# fetch_irq_unit

Fig. 1: fetch_irq_unit, local utilization
The die is cut into 13 by 13 equal tiles; black is low, pale yellow is high, 0 to 100% covered.
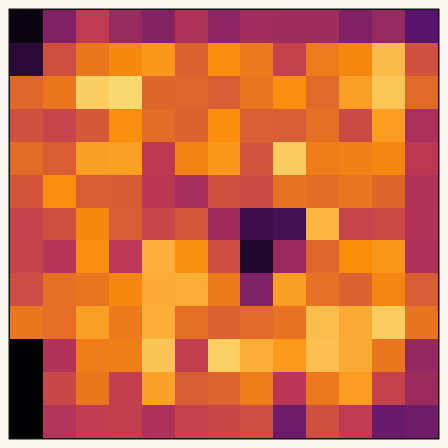

===== config.mk =====
export PLATFORM = sky130hd
export DESIGN_NAME = fetch_irq_unit
export DESIGN_NICKNAME = d
export VERILOG_FILES = /design/src/rtl/fetch_irq_unit_pkg.sv /design/src/rtl/fetch_irq_unit_irq_arbiter.sv /design/src/rtl/fetch_irq_unit.sv
export SDC_FILE = /design/constraint.sdc
export NUM_CORES = 1
export LEC_CHECK = 0
export CORE_MARGIN = 2
export CORE_UTILIZATION = 45
export DETAILED_ROUTE_END_ITERATION = 8
export PLACE_DENSITY_LB_ADDON = 0.12
export SYNTH_ARGS = -nofsm -noshare
export SYNTH_HDL_FRONTEND = slang
export SYNTH_HIERARCHICAL = 1
export SYNTH_SLANG_ARGS = --single-unit

===== constraint.sdc =====
create_clock -name clk -period 4.6 [get_ports clk]
set_input_delay 0.92 -clock clk [delete_from_list [all_inputs] [get_ports clk]]
set_output_delay 0.92 -clock clk [all_outputs]
set_load 0.1 [all_outputs]

===== src/rtl/fetch_irq_unit_pkg.sv =====
// Shared definitions for the fetch / interrupt-injection unit: sequencer
// state encoding, the load-immediate encoding used for injected
// instructions, and the pipeline bubble word.
package fetch_irq_unit_pkg;

  typedef enum logic [1:0] {
    ST_RUN       = 2'd0,
    ST_SAVE_EPC  = 2'd1,
    ST_LOAD_DATA = 2'd2,
    ST_VECTOR    = 2'd3
  } fetch_state_e;

  localparam logic [5:0]  LI_OPCODE = 6'b001001;
  localparam logic [4:0]  REG_EPC   = 5'd30;
  localparam logic [4:0]  REG_IDR   = 5'd28;
  localparam logic [31:0] BUBBLE    = 32'hFFFF_FFFF;

  // Build "LI rt, imm": the target register sits in the first register
  // field and the second register field is zero.
  function automatic logic [31:0] li_instr(input logic [4:0] rt, input logic [15:0] imm);
    return {LI_OPCODE, rt, 5'b00000, imm};
  endfunction

endpackage


===== src/rtl/fetch_irq_unit_irq_arbiter.sv =====
// Interrupt request latches with a fixed-priority selector. Channel 0 wins.
// A request pulse in the same cycle as arbitration takes part directly, so a
// channel can be accepted in the very cycle its pulse arrives.
module irq_arbiter
  import fetch_irq_unit_pkg::*;
#(
  parameter int NUM_IRQ = 3,
  parameter int IDX_W   = 2
) (
  input  logic               clk,
  input  logic               rst,
  input  logic [NUM_IRQ-1:0] irq_req,
  input  logic               accept,
  output logic               any_req,
  output logic [NUM_IRQ-1:0] grant,
  output logic [IDX_W-1:0]   grant_idx
);

  logic [NUM_IRQ-1:0] pending_r;
  logic [NUM_IRQ-1:0] req_s;
  logic [NUM_IRQ-1:0] grant_s;
  logic [IDX_W-1:0]   idx_s;

  assign req_s     = pending_r | irq_req;
  assign any_req   = |req_s;
  assign grant     = grant_s;
  assign grant_idx = idx_s;

  // Fixed-priority pick: scan downwards so the lowest set index is kept.
  always_comb begin
    grant_s = {NUM_IRQ{1'b0}};
    idx_s   = {IDX_W{1'b0}};
    for (int i = NUM_IRQ - 1; i >= 0; i--) begin
      if (req_s[i]) begin
        grant_s    = {NUM_IRQ{1'b0}};
        grant_s[i] = 1'b1;
        idx_s      = IDX_W'(i);
      end else begin
        grant_s = grant_s;
      end
    end
  end

  // Pending latches; the accepted channel is cleared, which also swallows a
  // coincident pulse on that same channel.
  always_ff @(posedge clk or posedge rst) begin
    if (rst) begin
      pending_r <= {NUM_IRQ{1'b0}};
    end else if (accept) begin
      pending_r <= req_s & ~grant_s;
    end else begin
      pending_r <= req_s;
    end
  end

endmodule


===== src/rtl/fetch_irq_unit.sv =====
// Instruction fetch stage with interrupt entry. On acceptance it injects
// "LI r30, epc" and optionally "LI r28, data" into the IF/ID register, then
// fetches from the channel's vector. instr_out/keep_flags form the IF/ID
// register and are loaded with whatever the current state produces.
module fetch_irq_unit
  import fetch_irq_unit_pkg::*;
#(
  parameter int                 ADDR_W   = 32,
  parameter int                 NUM_IRQ  = 3,
  parameter logic [ADDR_W-1:0]  VEC_BASE = 32'h0000_03FC,
  parameter logic [NUM_IRQ-1:0] HAS_DATA = 3'b001
) (
  input  logic                 clk,
  input  logic                 rst,
  input  logic                 stall,
  input  logic                 redirect_valid,
  input  logic [ADDR_W-1:0]    redirect_pc,
  input  logic                 irq_enable,
  input  logic [NUM_IRQ-1:0]   irq_req,
  input  logic [8*NUM_IRQ-1:0] irq_data,
  input  logic [31:0]          instr_in,
  output logic [ADDR_W-1:0]    pc_im,
  output logic                 instr_en,
  output logic [31:0]          instr_out,
  output logic [ADDR_W-1:0]    pc_curr,
  output logic [ADDR_W-1:0]    pc_plus_1,
  output logic                 keep_flags,
  output logic [NUM_IRQ-1:0]   irq_ack,
  output logic [ADDR_W-1:0]    epc,
  output logic                 busy
);

  localparam int                IDX_W = (NUM_IRQ > 1) ? $clog2(NUM_IRQ) : 1;
  localparam logic [ADDR_W-1:0] ONE   = ADDR_W'(1'b1);

  fetch_state_e       state_r, state_nxt_s;
  logic [ADDR_W-1:0]  pc_r, pc_nxt_s;
  logic [ADDR_W-1:0]  epc_r, epc_nxt_s;
  logic [31:0]        instr_r, instr_nxt_s;
  logic               keep_r, keep_nxt_s;
  logic [NUM_IRQ-1:0] ack_r, ack_nxt_s;
  logic               busy_r;
  logic [IDX_W-1:0]   ch_r, ch_nxt_s;
  logic [7:0]         data_r, data_nxt_s;
  logic [ADDR_W-1:0]  seq_pc_s, vector_s, pc_im_s;
  logic               instr_en_s, accept_s, any_req_s;
  logic [NUM_IRQ-1:0] grant_s;
  logic [IDX_W-1:0]   grant_idx_s;
  logic [7:0]         data_sel_s;

  irq_arbiter #(
    .NUM_IRQ (NUM_IRQ),
    .IDX_W   (IDX_W)
  ) u_irq_arbiter (
    .clk       (clk),
    .rst       (rst),
    .irq_req   (irq_req),
    .accept    (accept_s),
    .any_req   (any_req_s),
    .grant     (grant_s),
    .grant_idx (grant_idx_s)
  );

  assign seq_pc_s   = redirect_valid ? redirect_pc : (pc_r + ONE);
  assign vector_s   = VEC_BASE + ONE + ADDR_W'(ch_r);
  assign accept_s   = (state_r == ST_RUN) && irq_enable && !stall && any_req_s;
  assign data_sel_s = irq_data[{grant_idx_s, 3'b000} +: 8];

  assign pc_im      = pc_im_s;
  assign instr_en   = instr_en_s;
  assign instr_out  = instr_r;
  assign pc_curr    = pc_r;
  assign pc_plus_1  = pc_r + ONE;
  assign keep_flags = keep_r;
  assign irq_ack    = ack_r;
  assign epc        = epc_r;
  assign busy       = busy_r;

  // Sequencer next-state, fetch address and IF/ID contents.
  always_comb begin
    state_nxt_s = state_r;
    pc_nxt_s    = pc_r;
    epc_nxt_s   = epc_r;
    instr_nxt_s = instr_r;
    keep_nxt_s  = keep_r;
    ack_nxt_s   = {NUM_IRQ{1'b0}};
    ch_nxt_s    = ch_r;
    data_nxt_s  = data_r;
    pc_im_s     = pc_r;
    instr_en_s  = 1'b0;
    case (state_r)
      ST_RUN: begin
        instr_en_s = !stall;
        if (!stall) begin
          pc_nxt_s    = seq_pc_s;
          instr_nxt_s = redirect_valid ? BUBBLE : instr_in;
          keep_nxt_s  = 1'b0;
        end else begin
          pc_nxt_s = pc_r;
        end
        if (accept_s) begin
          ack_nxt_s   = grant_s;
          epc_nxt_s   = seq_pc_s;
          ch_nxt_s    = grant_idx_s;
          data_nxt_s  = data_sel_s;
          state_nxt_s = ST_SAVE_EPC;
        end else begin
          state_nxt_s = ST_RUN;
        end
      end
      ST_SAVE_EPC: begin
        if (!stall) begin
          instr_nxt_s = li_instr(REG_EPC, epc_r[15:0]);
          keep_nxt_s  = 1'b1;
          state_nxt_s = HAS_DATA[ch_r] ? ST_LOAD_DATA : ST_VECTOR;
        end else begin
          state_nxt_s = ST_SAVE_EPC;
        end
      end
      ST_LOAD_DATA: begin
        if (!stall) begin
          instr_nxt_s = li_instr(REG_IDR, {8'h00, data_r});
          keep_nxt_s  = 1'b1;
          state_nxt_s = ST_VECTOR;
        end else begin
          state_nxt_s = ST_LOAD_DATA;
        end
      end
      ST_VECTOR: begin
        pc_im_s    = vector_s;
        instr_en_s = !stall;
        if (!stall) begin
          instr_nxt_s = instr_in;
          keep_nxt_s  = 1'b0;
          pc_nxt_s    = vector_s + ONE;
          state_nxt_s = ST_RUN;
        end else begin
          state_nxt_s = ST_VECTOR;
        end
      end
      default: begin
        state_nxt_s = ST_RUN;
        instr_nxt_s = BUBBLE;
        keep_nxt_s  = 1'b0;
      end
    endcase
  end

  // State, PC, EPC, captured channel/data and registered outputs.
  always_ff @(posedge clk or posedge rst) begin
    if (rst) begin
      state_r <= ST_RUN;
      pc_r    <= {ADDR_W{1'b0}};
      epc_r   <= {ADDR_W{1'b0}};
      instr_r <= BUBBLE;
      keep_r  <= 1'b0;
      ack_r   <= {NUM_IRQ{1'b0}};
      busy_r  <= 1'b0;
      ch_r    <= {IDX_W{1'b0}};
      data_r  <= 8'h00;
    end else begin
      state_r <= state_nxt_s;
      pc_r    <= pc_nxt_s;
      epc_r   <= epc_nxt_s;
      instr_r <= instr_nxt_s;
      keep_r  <= keep_nxt_s;
      ack_r   <= ack_nxt_s;
      busy_r  <= (state_nxt_s != ST_RUN);
      ch_r    <= ch_nxt_s;
      data_r  <= data_nxt_s;
    end
  end

endmodule


# lc3_int_ctrl

===== src/rtl/lc3_int_ctrl.sv =====
// lc3_int_ctrl: multi-channel interrupt controller for the LC-3 datapath.
// Per-channel pending/enable/priority/vector state, priority arbitration against PSR, registered request to control.
module lc3_int_ctrl #(
    parameter int                NUM_CH    = 8,
    parameter int                PRIO_W    = 3,
    parameter int                VEC_W     = 8,
    parameter logic [7:0]        VEC_BASE  = 8'h01,
    parameter logic [NUM_CH-1:0] EDGE_MASK = {NUM_CH{1'b1}},
    localparam int               ID_W      = $clog2(NUM_CH)
) (
    input  logic              clk,
    input  logic              rst,
    input  logic [NUM_CH-1:0] irq,
    input  logic [PRIO_W-1:0] cur_prio,
    input  logic              cfg_we,
    input  logic [ID_W-1:0]   cfg_sel,
    input  logic              cfg_en,
    input  logic [PRIO_W-1:0] cfg_prio,
    input  logic [VEC_W-1:0]  cfg_vec,
    input  logic              int_ack,
    output logic              int_req,
    output logic [ID_W-1:0]   int_id,
    output logic [PRIO_W-1:0] int_prio,
    output logic [15:0]       int_vector,
    output logic [NUM_CH-1:0] pending
);

    if (VEC_W > 8) begin : g_vec_w_check
        $error("lc3_int_ctrl: VEC_W must not exceed 8");
    end
    if (NUM_CH < 2 || NUM_CH > 16) begin : g_num_ch_check
        $error("lc3_int_ctrl: NUM_CH must be within 2..16");
    end

    logic [NUM_CH-1:0] en;
    logic [PRIO_W-1:0] prio [NUM_CH];
    logic [VEC_W-1:0]  vec  [NUM_CH];
    logic [NUM_CH-1:0] irq_d;
    logic [NUM_CH-1:0] pending_next;
    logic [NUM_CH-1:0] cand_p0;
    logic              win_hit_p0;
    logic [ID_W-1:0]   win_id_p0;
    logic [PRIO_W-1:0] win_prio_p0;
    logic [VEC_W-1:0]  win_vec_p0;
    logic [7:0]        win_vec8_p0;
    logic              vld_p0;
    logic              ack_accept;

    // Only a presented request can be acknowledged; the bubble after an ack blocks a second clear.
    assign ack_accept = int_ack & int_req;

    always_ff @(posedge clk or negedge rst) begin
        if (!rst) begin
            en <= '0;
            for (int i = 0; i < NUM_CH; i++) begin
                prio[i] <= '0;
                vec[i]  <= '0;
            end
        end else if (cfg_we) begin
            for (int i = 0; i < NUM_CH; i++) begin
                if (cfg_sel == ID_W'(i)) begin
                    en[i]   <= cfg_en;
                    prio[i] <= cfg_prio;
                    vec[i]  <= cfg_vec;
                end
            end
        end
    end

    // Capture stage: new edge beats a same-cycle clearing ack.
    always_comb begin
        pending_next = '0;
        for (int i = 0; i < NUM_CH; i++) begin
            if (EDGE_MASK[i]) begin
                pending_next[i] = (irq[i] & ~irq_d[i]) |
                                  (pending[i] & ~(ack_accept && (int_id == ID_W'(i))));
            end else begin
                pending_next[i] = irq[i];
            end
        end
    end

    always_ff @(posedge clk or negedge rst) begin
        if (!rst) begin
            irq_d   <= '0;
            pending <= '0;
        end else begin
            irq_d   <= irq;
            pending <= pending_next;
        end
    end

    // Arbitration stage: strict greater-than keeps the lowest index on priority ties.
    always_comb begin
        cand_p0     = pending & en;
        win_hit_p0  = 1'b0;
        win_id_p0   = '0;
        win_prio_p0 = '0;
        win_vec_p0  = '0;
        for (int i = 0; i < NUM_CH; i++) begin
            if (cand_p0[i] && (!win_hit_p0 || (prio[i] > win_prio_p0))) begin
                win_hit_p0  = 1'b1;
                win_id_p0   = ID_W'(i);
                win_prio_p0 = prio[i];
                win_vec_p0  = vec[i];
            end
        end
    end

    assign vld_p0      = win_hit_p0 && (win_prio_p0 > cur_prio);
    assign win_vec8_p0 = 8'(win_vec_p0);

    // Output stage: fields hold when nothing qualifies.
    always_ff @(posedge clk or negedge rst) begin
        if (!rst) begin
            int_req    <= 1'b0;
            int_id     <= '0;
            int_prio   <= '0;
            int_vector <= 16'h0000;
        end else begin
            int_req <= vld_p0 & ~ack_accept;
            if (vld_p0) begin
                int_id     <= win_id_p0;
                int_prio   <= win_prio_p0;
                int_vector <= {VEC_BASE, win_vec8_p0};
            end
        end
    end

endmodule


===== config.mk =====
export PLATFORM = sky130hd
export DESIGN_NAME = lc3_int_ctrl
export DESIGN_NICKNAME = d
export VERILOG_FILES = /design/src/rtl/lc3_int_ctrl.sv
export SDC_FILE = /design/constraint.sdc
export NUM_CORES = 1
export LEC_CHECK = 0
export ABC_AREA = 1
export CORE_ASPECT_RATIO = 0.9
export CORE_UTILIZATION = 43
export DETAILED_ROUTE_END_ITERATION = 6
export GPL_TIMING_DRIVEN = 0
export PLACE_DENSITY_LB_ADDON = 0.08
export SETUP_SLACK_MARGIN = 0.02
export SLEW_MARGIN = 20
export SYNTH_ARGS = -nofsm -noshare
export SYNTH_HDL_FRONTEND = slang
export SYNTH_SLANG_ARGS = --single-unit

===== constraint.sdc =====
create_clock -name clk -period 10.75 [get_ports clk]
set_clock_uncertainty 0.1 [all_clocks]
set_input_delay 2.15 -clock clk [delete_from_list [all_inputs] [get_ports clk]]
set_output_delay 2.15 -clock clk [all_outputs]
set_load 0.02 [all_outputs]

# seg_scan_ctrl

$ cat config.mk
export PLATFORM = sky130hd
export DESIGN_NAME = seg_scan_ctrl
export DESIGN_NICKNAME = d
export VERILOG_FILES = /design/src/rtl/seg_scan_ctrl.sv
export SDC_FILE = /design/constraint.sdc
export NUM_CORES = 1
export LEC_CHECK = 0
export ABC_AREA = 1
export CORE_AREA = 2 2 64 79
export DETAILED_ROUTE_END_ITERATION = 8
export DIE_AREA = 0 0 66 81
export MAX_ROUTING_LAYER = met4
export PLACE_DENSITY = 0.86
export SYNTH_ARGS = -nofsm -noshare
export SYNTH_HDL_FRONTEND = slang
export SYNTH_SLANG_ARGS = --single-unit
$ cat constraint.sdc
create_clock -name Clock -period 2.32 [get_ports Clock]
set_input_delay 0.232 -clock Clock [delete_from_list [all_inputs] [get_ports Clock]]
set_output_delay 0.232 -clock Clock [all_outputs]
set_load 0.03 [all_outputs]
$ cat src/rtl/seg_scan_ctrl.sv
// ----------------------------------------------------------------------------
// seg_scan_ctrl
//   Time-multiplexed scan controller for an active-low seven-segment bus that
//   is shared by DIGITS digit positions. Only one anode is enabled at a time.
//   Each slot begins with a blanking gap that suppresses ghosting. The
//   displayed value is kept in a shadow register. That register is reloaded
//   from the requester only at frame boundaries, through a Load/Ack handshake.
//
// Ports
//   Clock     in   system clock, rising edge
//   Reset     in   synchronous active-low reset
//   Load      in   requester wants the display value replaced (held until Ack)
//   Value     in   DIGITS BCD nibbles, nibble 0 = least significant digit
//   Blank_Lz  in   1 = suppress leading zeros (sampled live, not shadowed)
//   Seg       out  segments gfedcba, active-low, registered
//   Anode     out  digit enables, active-low, registered, at most one low
//   Ack       out  one-cycle pulse: Value captured into the shadow register
//   Frame     out  one-cycle pulse following the last cycle of each frame
// ----------------------------------------------------------------------------
module seg_scan_ctrl #(
    parameter int DIGITS    = 4,
    parameter int SCAN_DIV  = 50000,
    parameter int BLANK_CYC = 500
) (
    input  logic                  Clock,
    input  logic                  Reset,
    input  logic                  Load,
    input  logic [4*DIGITS-1:0]   Value,
    input  logic                  Blank_Lz,
    output logic [6:0]            Seg,
    output logic [DIGITS-1:0]     Anode,
    output logic                  Ack,
    output logic                  Frame
);

    localparam int SW = $clog2(SCAN_DIV);
    localparam int DW = (DIGITS > 1) ? $clog2(DIGITS) : 1;

    localparam logic [SW-1:0] SCAN_LAST  = SW'(SCAN_DIV - 1);
    localparam logic [SW-1:0] BLANK_LAST = (BLANK_CYC > 0) ? SW'(BLANK_CYC - 1) : '0;
    localparam logic [DW-1:0] DIGIT_LAST = DW'(DIGITS - 1);
    localparam logic [SW-1:0] SLOT_ONE   = SW'(1);
    localparam logic [DW-1:0] DIGIT_ONE  = DW'(1);

    typedef enum logic [0:0] {
        PH_BLANK = 1'b0,
        PH_SHOW  = 1'b1
    } phase_e;

    // A slot starts in SHOW directly when no blanking gap is configured.
    localparam phase_e PH_SLOT_START = (BLANK_CYC > 0) ? PH_BLANK : PH_SHOW;

    // BCD to active-low gfedcba; non-decimal nibbles render as a dash.
    function automatic logic [6:0] seg_decode(input logic [3:0] nib);
        logic [6:0] seg_v;
        case (nib)
            4'd0:    seg_v = 7'b1000000;
            4'd1:    seg_v = 7'b1111001;
            4'd2:    seg_v = 7'b0100100;
            4'd3:    seg_v = 7'b0110000;
            4'd4:    seg_v = 7'b0011001;
            4'd5:    seg_v = 7'b0010010;
            4'd6:    seg_v = 7'b0000010;
            4'd7:    seg_v = 7'b1111000;
            4'd8:    seg_v = 7'b0000000;
            4'd9:    seg_v = 7'b0010000;
            default: seg_v = 7'b0111111;
        endcase
        return seg_v;
    endfunction

    logic [SW-1:0]         slot_cnt_q, slot_cnt_d;
    logic [DW-1:0]         digit_q,    digit_d;
    logic [4*DIGITS-1:0]   shadow_q,   shadow_d;
    phase_e                phase_q,    phase_d;
    logic [6:0]            seg_q,      seg_d;
    logic [DIGITS-1:0]     anode_q,    anode_d;
    logic                  ack_q,      ack_d;
    logic                  frame_q,    frame_d;

    logic                  slot_end_s;
    logic                  boundary_s;
    logic [3:0]            cur_nib_s;
    logic                  lz_zero_s;
    logic                  suppress_s;

    // Slot/digit counters and the frame-boundary capture of the shadow value.
    always_comb begin
        slot_cnt_d = slot_cnt_q;
        digit_d    = digit_q;
        shadow_d   = shadow_q;
        ack_d      = 1'b0;
        frame_d    = 1'b0;
        slot_end_s = (slot_cnt_q == SCAN_LAST);
        boundary_s = slot_end_s && (digit_q == DIGIT_LAST);

        if (slot_end_s) begin
            slot_cnt_d = '0;
            if (digit_q == DIGIT_LAST) begin
                digit_d = '0;
            end else begin
                digit_d = digit_q + DIGIT_ONE;
            end
        end else begin
            slot_cnt_d = slot_cnt_q + SLOT_ONE;
        end

        // Load is only honoured here, so the shadow never changes mid-frame.
        if (boundary_s) begin
            frame_d = 1'b1;
            if (Load) begin
                shadow_d = Value;
                ack_d    = 1'b1;
            end else begin
                ack_d    = 1'b0;
            end
        end else begin
            frame_d = 1'b0;
        end
    end

    // Phase FSM next state: BLANK for the first BLANK_CYC counts of a slot.
    always_comb begin
        phase_d = phase_q;
        case (phase_q)
            PH_BLANK: begin
                if (slot_end_s) begin
                    phase_d = PH_SLOT_START;
                end else if (slot_cnt_q == BLANK_LAST) begin
                    phase_d = PH_SHOW;
                end else begin
                    phase_d = PH_BLANK;
                end
            end
            PH_SHOW: begin
                if (slot_end_s) begin
                    phase_d = PH_SLOT_START;
                end else begin
                    phase_d = PH_SHOW;
                end
            end
            default: phase_d = PH_SLOT_START;
        endcase
    end

    // Nibble of the active digit and the leading-zero test over digit..top.
    always_comb begin
        cur_nib_s = 4'd0;
        lz_zero_s = 1'b1;
        for (int i = 0; i < DIGITS; i++) begin
            if (digit_q == DW'(i)) begin
                cur_nib_s = shadow_q[4*i +: 4];
            end else begin
                cur_nib_s = cur_nib_s;
            end
            if ((DW'(i) >= digit_q) && (shadow_q[4*i +: 4] != 4'd0)) begin
                lz_zero_s = 1'b0;
            end else begin
                lz_zero_s = lz_zero_s;
            end
        end
        suppress_s = Blank_Lz && (digit_q != '0) && lz_zero_s;
    end

    // Output drive for the next cycle: dark unless showing an unsuppressed digit.
    always_comb begin
        seg_d   = 7'b1111111;
        anode_d = '1;
        if ((phase_q == PH_SHOW) && !suppress_s) begin
            seg_d = seg_decode(cur_nib_s);
            for (int i = 0; i < DIGITS; i++) begin
                if (digit_q == DW'(i)) begin
                    anode_d[i] = 1'b0;
                end else begin
                    anode_d[i] = 1'b1;
                end
            end
        end else begin
            seg_d   = 7'b1111111;
            anode_d = '1;
        end
    end

    // State and output registers with synchronous active-low reset.
    always_ff @(posedge Clock) begin
        if (!Reset) begin
            slot_cnt_q <= '0;
            digit_q    <= '0;
            shadow_q   <= '0;
            phase_q    <= PH_SLOT_START;
            seg_q      <= 7'b1111111;
            anode_q    <= '1;
            ack_q      <= 1'b0;
            frame_q    <= 1'b0;
        end else begin
            slot_cnt_q <= slot_cnt_d;
            digit_q    <= digit_d;
            shadow_q   <= shadow_d;
            phase_q    <= phase_d;
            seg_q      <= seg_d;
            anode_q    <= anode_d;
            ack_q      <= ack_d;
            frame_q    <= frame_d;
        end
    end

    assign Seg   = seg_q;
    assign Anode = anode_q;
    assign Ack   = ack_q;
    assign Frame = frame_q;

endmodule

Fig. 2: lc3_int_ctrl, logic cells by family
Scale bar: 50 um.
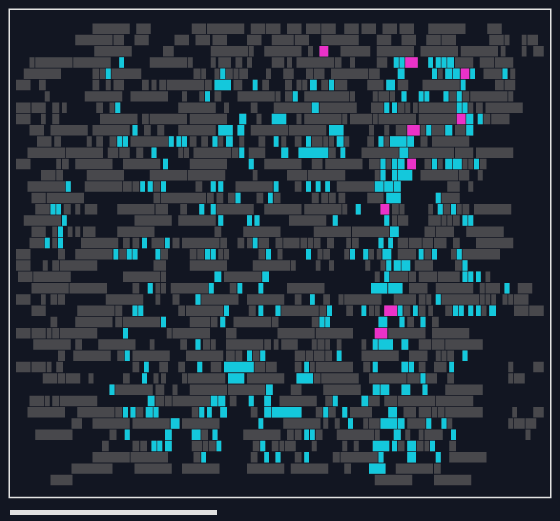
- NAND gates: cyan (cells 251)
- AND and OR gates: magenta (cells 9)

==> impl.org, lc3_int_ctrl <==
#+TITLE: Physical design notes

** STA
- Total negative slack :: 0 ns

** Min path
- Worst hold path class :: flip-flop to flip-flop

** Global routing
- Pin count of the biggest net entering global routing :: 80
- In the global route stage, met3 resource usage came out at 4.653%.
- Overflow left after global routing :: 0
- Antenna violations before repair :: 0

** Logic synthesis
- Summing the areas of all and, or, nand and nor instances in the mapped netlist gives 21.26% of the synthesized area.

** Finish
- The number of multi-input combinational cells in the layout is 528.
- Final-layout clock buffer total :: 22
- There are 128 flip-flops and latches.
- Highest-count logic cell in the final layout :: nand2_1
- Diodes inserted :: 0

** Die
- Die Area :: 15280 um2

** Status
- The flow ran to the end, and the final reports show no timing, DRC or antenna violations.

** Clock tree
- The tree is rooted in a clkbuf_16.
- Post-CTS repair timing setup buffer count :: 5
- The H-tree was split into 4 levels.

** Place
- Post-placement cell count :: 1018
- Final Wtd Congestion :: 0.8378

** Routing
- Number of DRC violations after detailed routing :: 0
-- lc3_int_ctrl: cell usage after synthesis --
cell type	instances	share of area, %
nand2_1	189	11
nand2_8	1	0.31
nor3_1	1	0.079
or2_4	1	0.14
nor2_2	1	0.098
ha_1	22	4.3
nor2_1	45	2.7
a21oi_2	4	0.55
and2_1	5	0.49
inv_2	5	0.30
nand3_2	7	1.1
a31oi_1	4	0.39
inv_4	1	0.098
clkbuf_1	21	1.2
a22oi_1	3	0.35
a211oi_1	1	0.12
o21ai_1	7	0.55
dfrtp_1	128	50
buf_2	2	0.16
nand3_1	38	3.0
buf_4	9	1.1
nand2_4	6	1.1
a21oi_1	18	1.4
o21ai_2	3	0.41
inv_1	73	4.3
o311ai_1	2	0.28
o211ai_1	5	0.59
o21ai_0	143	11
buf_6	3	0.53
or2_2	3	0.30
conb_1	1	0.059
nand2_2	9	0.89
a32oi_1	2	0.28
clkinv_1	2	0.12
-- lc3_int_ctrl: worst min-delay path by stage --
stage,from,to
floorplan,irq_d[0],pending[0]
global placement,irq_d[1],pending[1]
global route,irq_d[2],pending[2]
finish,irq_d[5],pending[5]
CTS,irq_d[2],pending[2]
detailed placement,irq_d[2],pending[2]
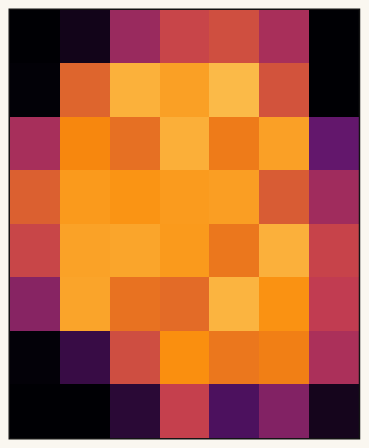
Fig. 3. Local utilization (seg_scan_ctrl).
The die is cut into 7 by 8 equal tiles; black is low, pale yellow is high, 0 to 100% covered.
- fullest tile: 85%
- nearly empty tiles: 13%
- densest ninth of the die: middle
- mean over tiles: 52%

==> impl.org, seg_scan_ctrl <==
#+TITLE: Physical design notes

** Finish
- Layout sequential cell count :: 48
- Number of logic inverters in the finished layout :: 38
- Footprint of the multi-input gates :: 1229 um2
- Diodes inserted :: 0
- Ranked by total area, the top cell class in this layout is combinational gates.
- The post-route utilization of the core is recorded as 60.79%.
- For this run, the post-layout net count is 393.
- Design Area, Final :: 2854 um2
- Non-clock buffer count :: 36
- Highest-count logic cell in the final layout :: nand2_1

** Logic synthesis
- Ys Warns :: 0
- In the synthesized netlist the async set-or-reset flop fraction comes to 0%.
- Total of flip-flops plus latches after synthesis :: 48
- Aoi share :: 9.896%
- Synth Instances :: 328

** Die
- Once the floorplan was initialized, standard cells occupied 51.17% of the core.
- The total area inside the core boundary comes to 4695 um2.
- Die Height :: 81 um
- The flow inserted 60 tap cells.

** Clock tree
- Clk latency of the worst-skew pair :: 0.30 ns
- Post-CTS repair timing setup buffer count :: 0
- Clock sinks :: 48
- TritonCTS built the clock tree.

** Critical path
- Cell family contributing the most delay on the critical path :: simple AND/OR/NAND/NOR gates
- Category of the worst setup path capture point :: flip-flop
- The worst setup path is launched from a flip-flop.
- Total number of cells along the worst setup path :: 11

** Status
- The flow ran to the end, and the final reports show no timing, DRC or antenna violations.

** STA
- The final max-slew violation count recorded for this run is 0.
- Worst slew slack as a fraction of its limit :: 59.64%
- The smallest clock period supported by the final layout is computed as 1.983 ns.
- Setup repair after global routing left no endpoint under its margin.

** Routing
- TritonRoute output was used to compute an average wire per cell of 12.27 um.
- Via Count :: 2194
- Via/cell ratio :: 5.211
- Summed over all layers, the routed wires come to 5166 um.

** Place
- Half-perimeter wire length of the detailed placement result :: 3995 um

** Min path
- Worst hold path class :: flip-flop to flip-flop
seg_scan_ctrl: worst register-to-register path: cells and delay by family (launching register included):
family                   cells  cell delay, ns
AND/OR/NAND/NOR              5            0.48
AND-OR/OR-AND                1            0.23
adder cells (fa/ha/maj)      2            0.45
flip-flops                   1            0.36
buffers and inverters        3            0.35
seg_scan_ctrl: worst min-delay path by stage:
stage | to | cells past startpoint | slack (ns) | start
6_report | slot_cnt_q[0] | 1 | 0.45 | slot_cnt_q[0]
5_1_grt | slot_cnt_q[0] | 1 | 0.48 | slot_cnt_q[0]
4_1_cts | slot_cnt_q[0] | 1 | 0.45 | slot_cnt_q[0]
3_5_place_dp | slot_cnt_q[0] | 1 | 0.44 | slot_cnt_q[0]
3_3_place_gp | slot_cnt_q[0] | 1 | 0.43 | slot_cnt_q[0]
2_1_floorplan | shadow_q[7] | 2 | 0.40 | Value[7]
seg_scan_ctrl: routing by layer:
| metal | vias to the layer above | wire length [um] |
|---|---|---|
| met1 | 982 | 1966 |
| met2 | 60 | 2854 |
| met3 | 13 | 228 |
| li1 | 1139 | - |
| met5 | - | 0 |
| met4 | 0 | 116 |
Fig. 4: fetch_irq_unit, port wiring
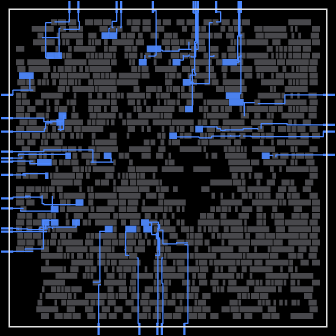
- `pc_plus_1`: blue (bits 32; direction output; edge 12 left, 11 top, 5 bottom, 4 right; end cells 32; buffers 32; wire 1100 um)

Notes on Fig. 1 above:
- tiles over 75% full: 23%
- fullest tile: 91%
- mean over tiles: 60%

==> impl.org, fetch_irq_unit <==
#+TITLE: Physical design notes

** Finish
- Clock buffers and inverters, area share :: 5.561%
- Layout cell share with drive strength beyond 1 :: 14.23%
- Final-layout clock buffer total :: 20

** Logic synthesis
- Yosys printed 6 warnings.
- Number of nets at floorplan :: 890
- Mean post-synth cell area :: 8.942 um2

** Min path
- Worst Hold Launch :: instr_out[19]

** Clock tree
- Post-CTS repair timing setup buffer count :: 0

** Global routing
- Pin count of the biggest net entering global routing :: 71
- First-pass GRT wire length :: 36090 um

** Place
- Summed over all nets, the half-perimeter wirelength after detailed placement is 16730 um.

** Status
- Result of the run :: completed

** Critical path
- Setup slack on the worst reg-to-reg path comes out at 1.59 ns.

** Routing
- The routed design shows a wire length per standard cell of 19.33 um.

** Die
- Die Height :: 128.7 um
- For reference, the placement row count at floorplan is 45.

** STA
- Setup repair after global routing left no endpoint under its margin.
==> fetch_irq_unit: kinds of logic (layout without fill, tap and decap cells) <==
group	count (synthesis)	in the layout	synth area share [%]
XOR/XNOR	31	31	3.878
buffers and inverters	91	327	5.539
AND/OR/NAND/NOR	307	307	23.05
multiplexers	26	26	3.753
AND-OR/OR-AND	201	201	19.78
flip-flops	116	116	42.03
adder cells (fa/ha/maj)	11	11	1.966
==> fetch_irq_unit: routing by layer <==
| layer | vias to the layer above | share of wire (%) |
|---|---|---|
| met4 | 0 | 1.4 |
| li1 | 3260 | - |
| met5 | - | 0 |
| met2 | 304 | 46 |
| met3 | 24 | 7.9 |
| met1 | 3291 | 45 |
==> fetch_irq_unit: state kept, by name (all words and copies together) (netlist names) <==
register	count
busy	1
ch_r	2
data_r	8
epc	32
instr_out	32
irq_ack	3
keep_flags	1
pc_curr	32
state_r	2
u_irq_arbiter/pending_r	3


==> screenshots <==
The metal 3 layer.
image #1
Scale bar: 50 um.
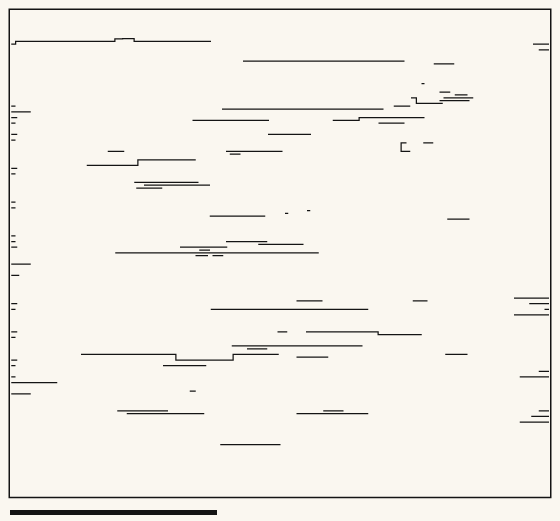
image #2
Scale bar: 20 um.
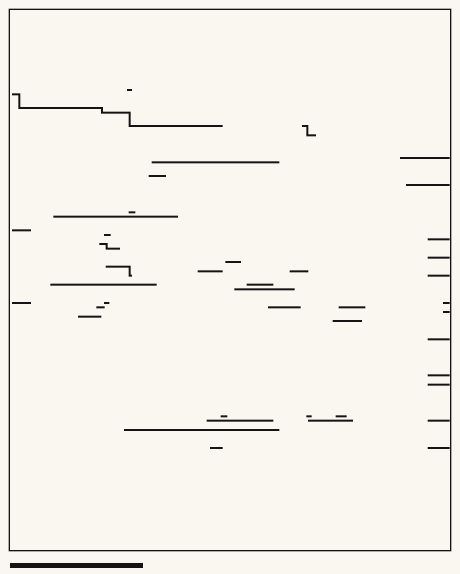
image #3
Scale bar: 50 um.
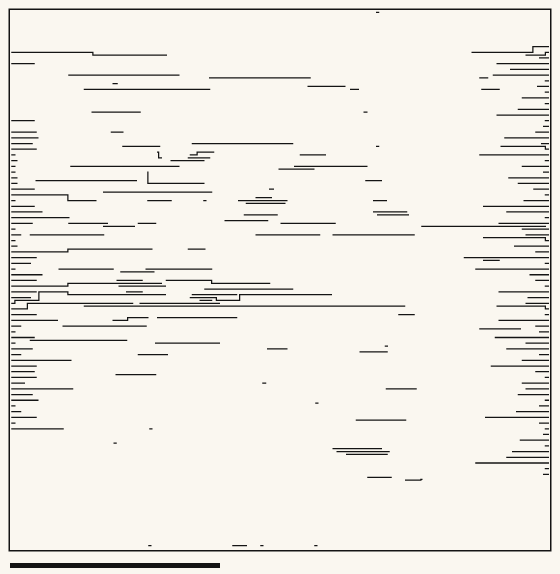
Of these, smallest die: image #2
Image #2 comes from seg_scan_ctrl.
Image #1 comes from lc3_int_ctrl.
Image #3 comes from fetch_irq_unit.

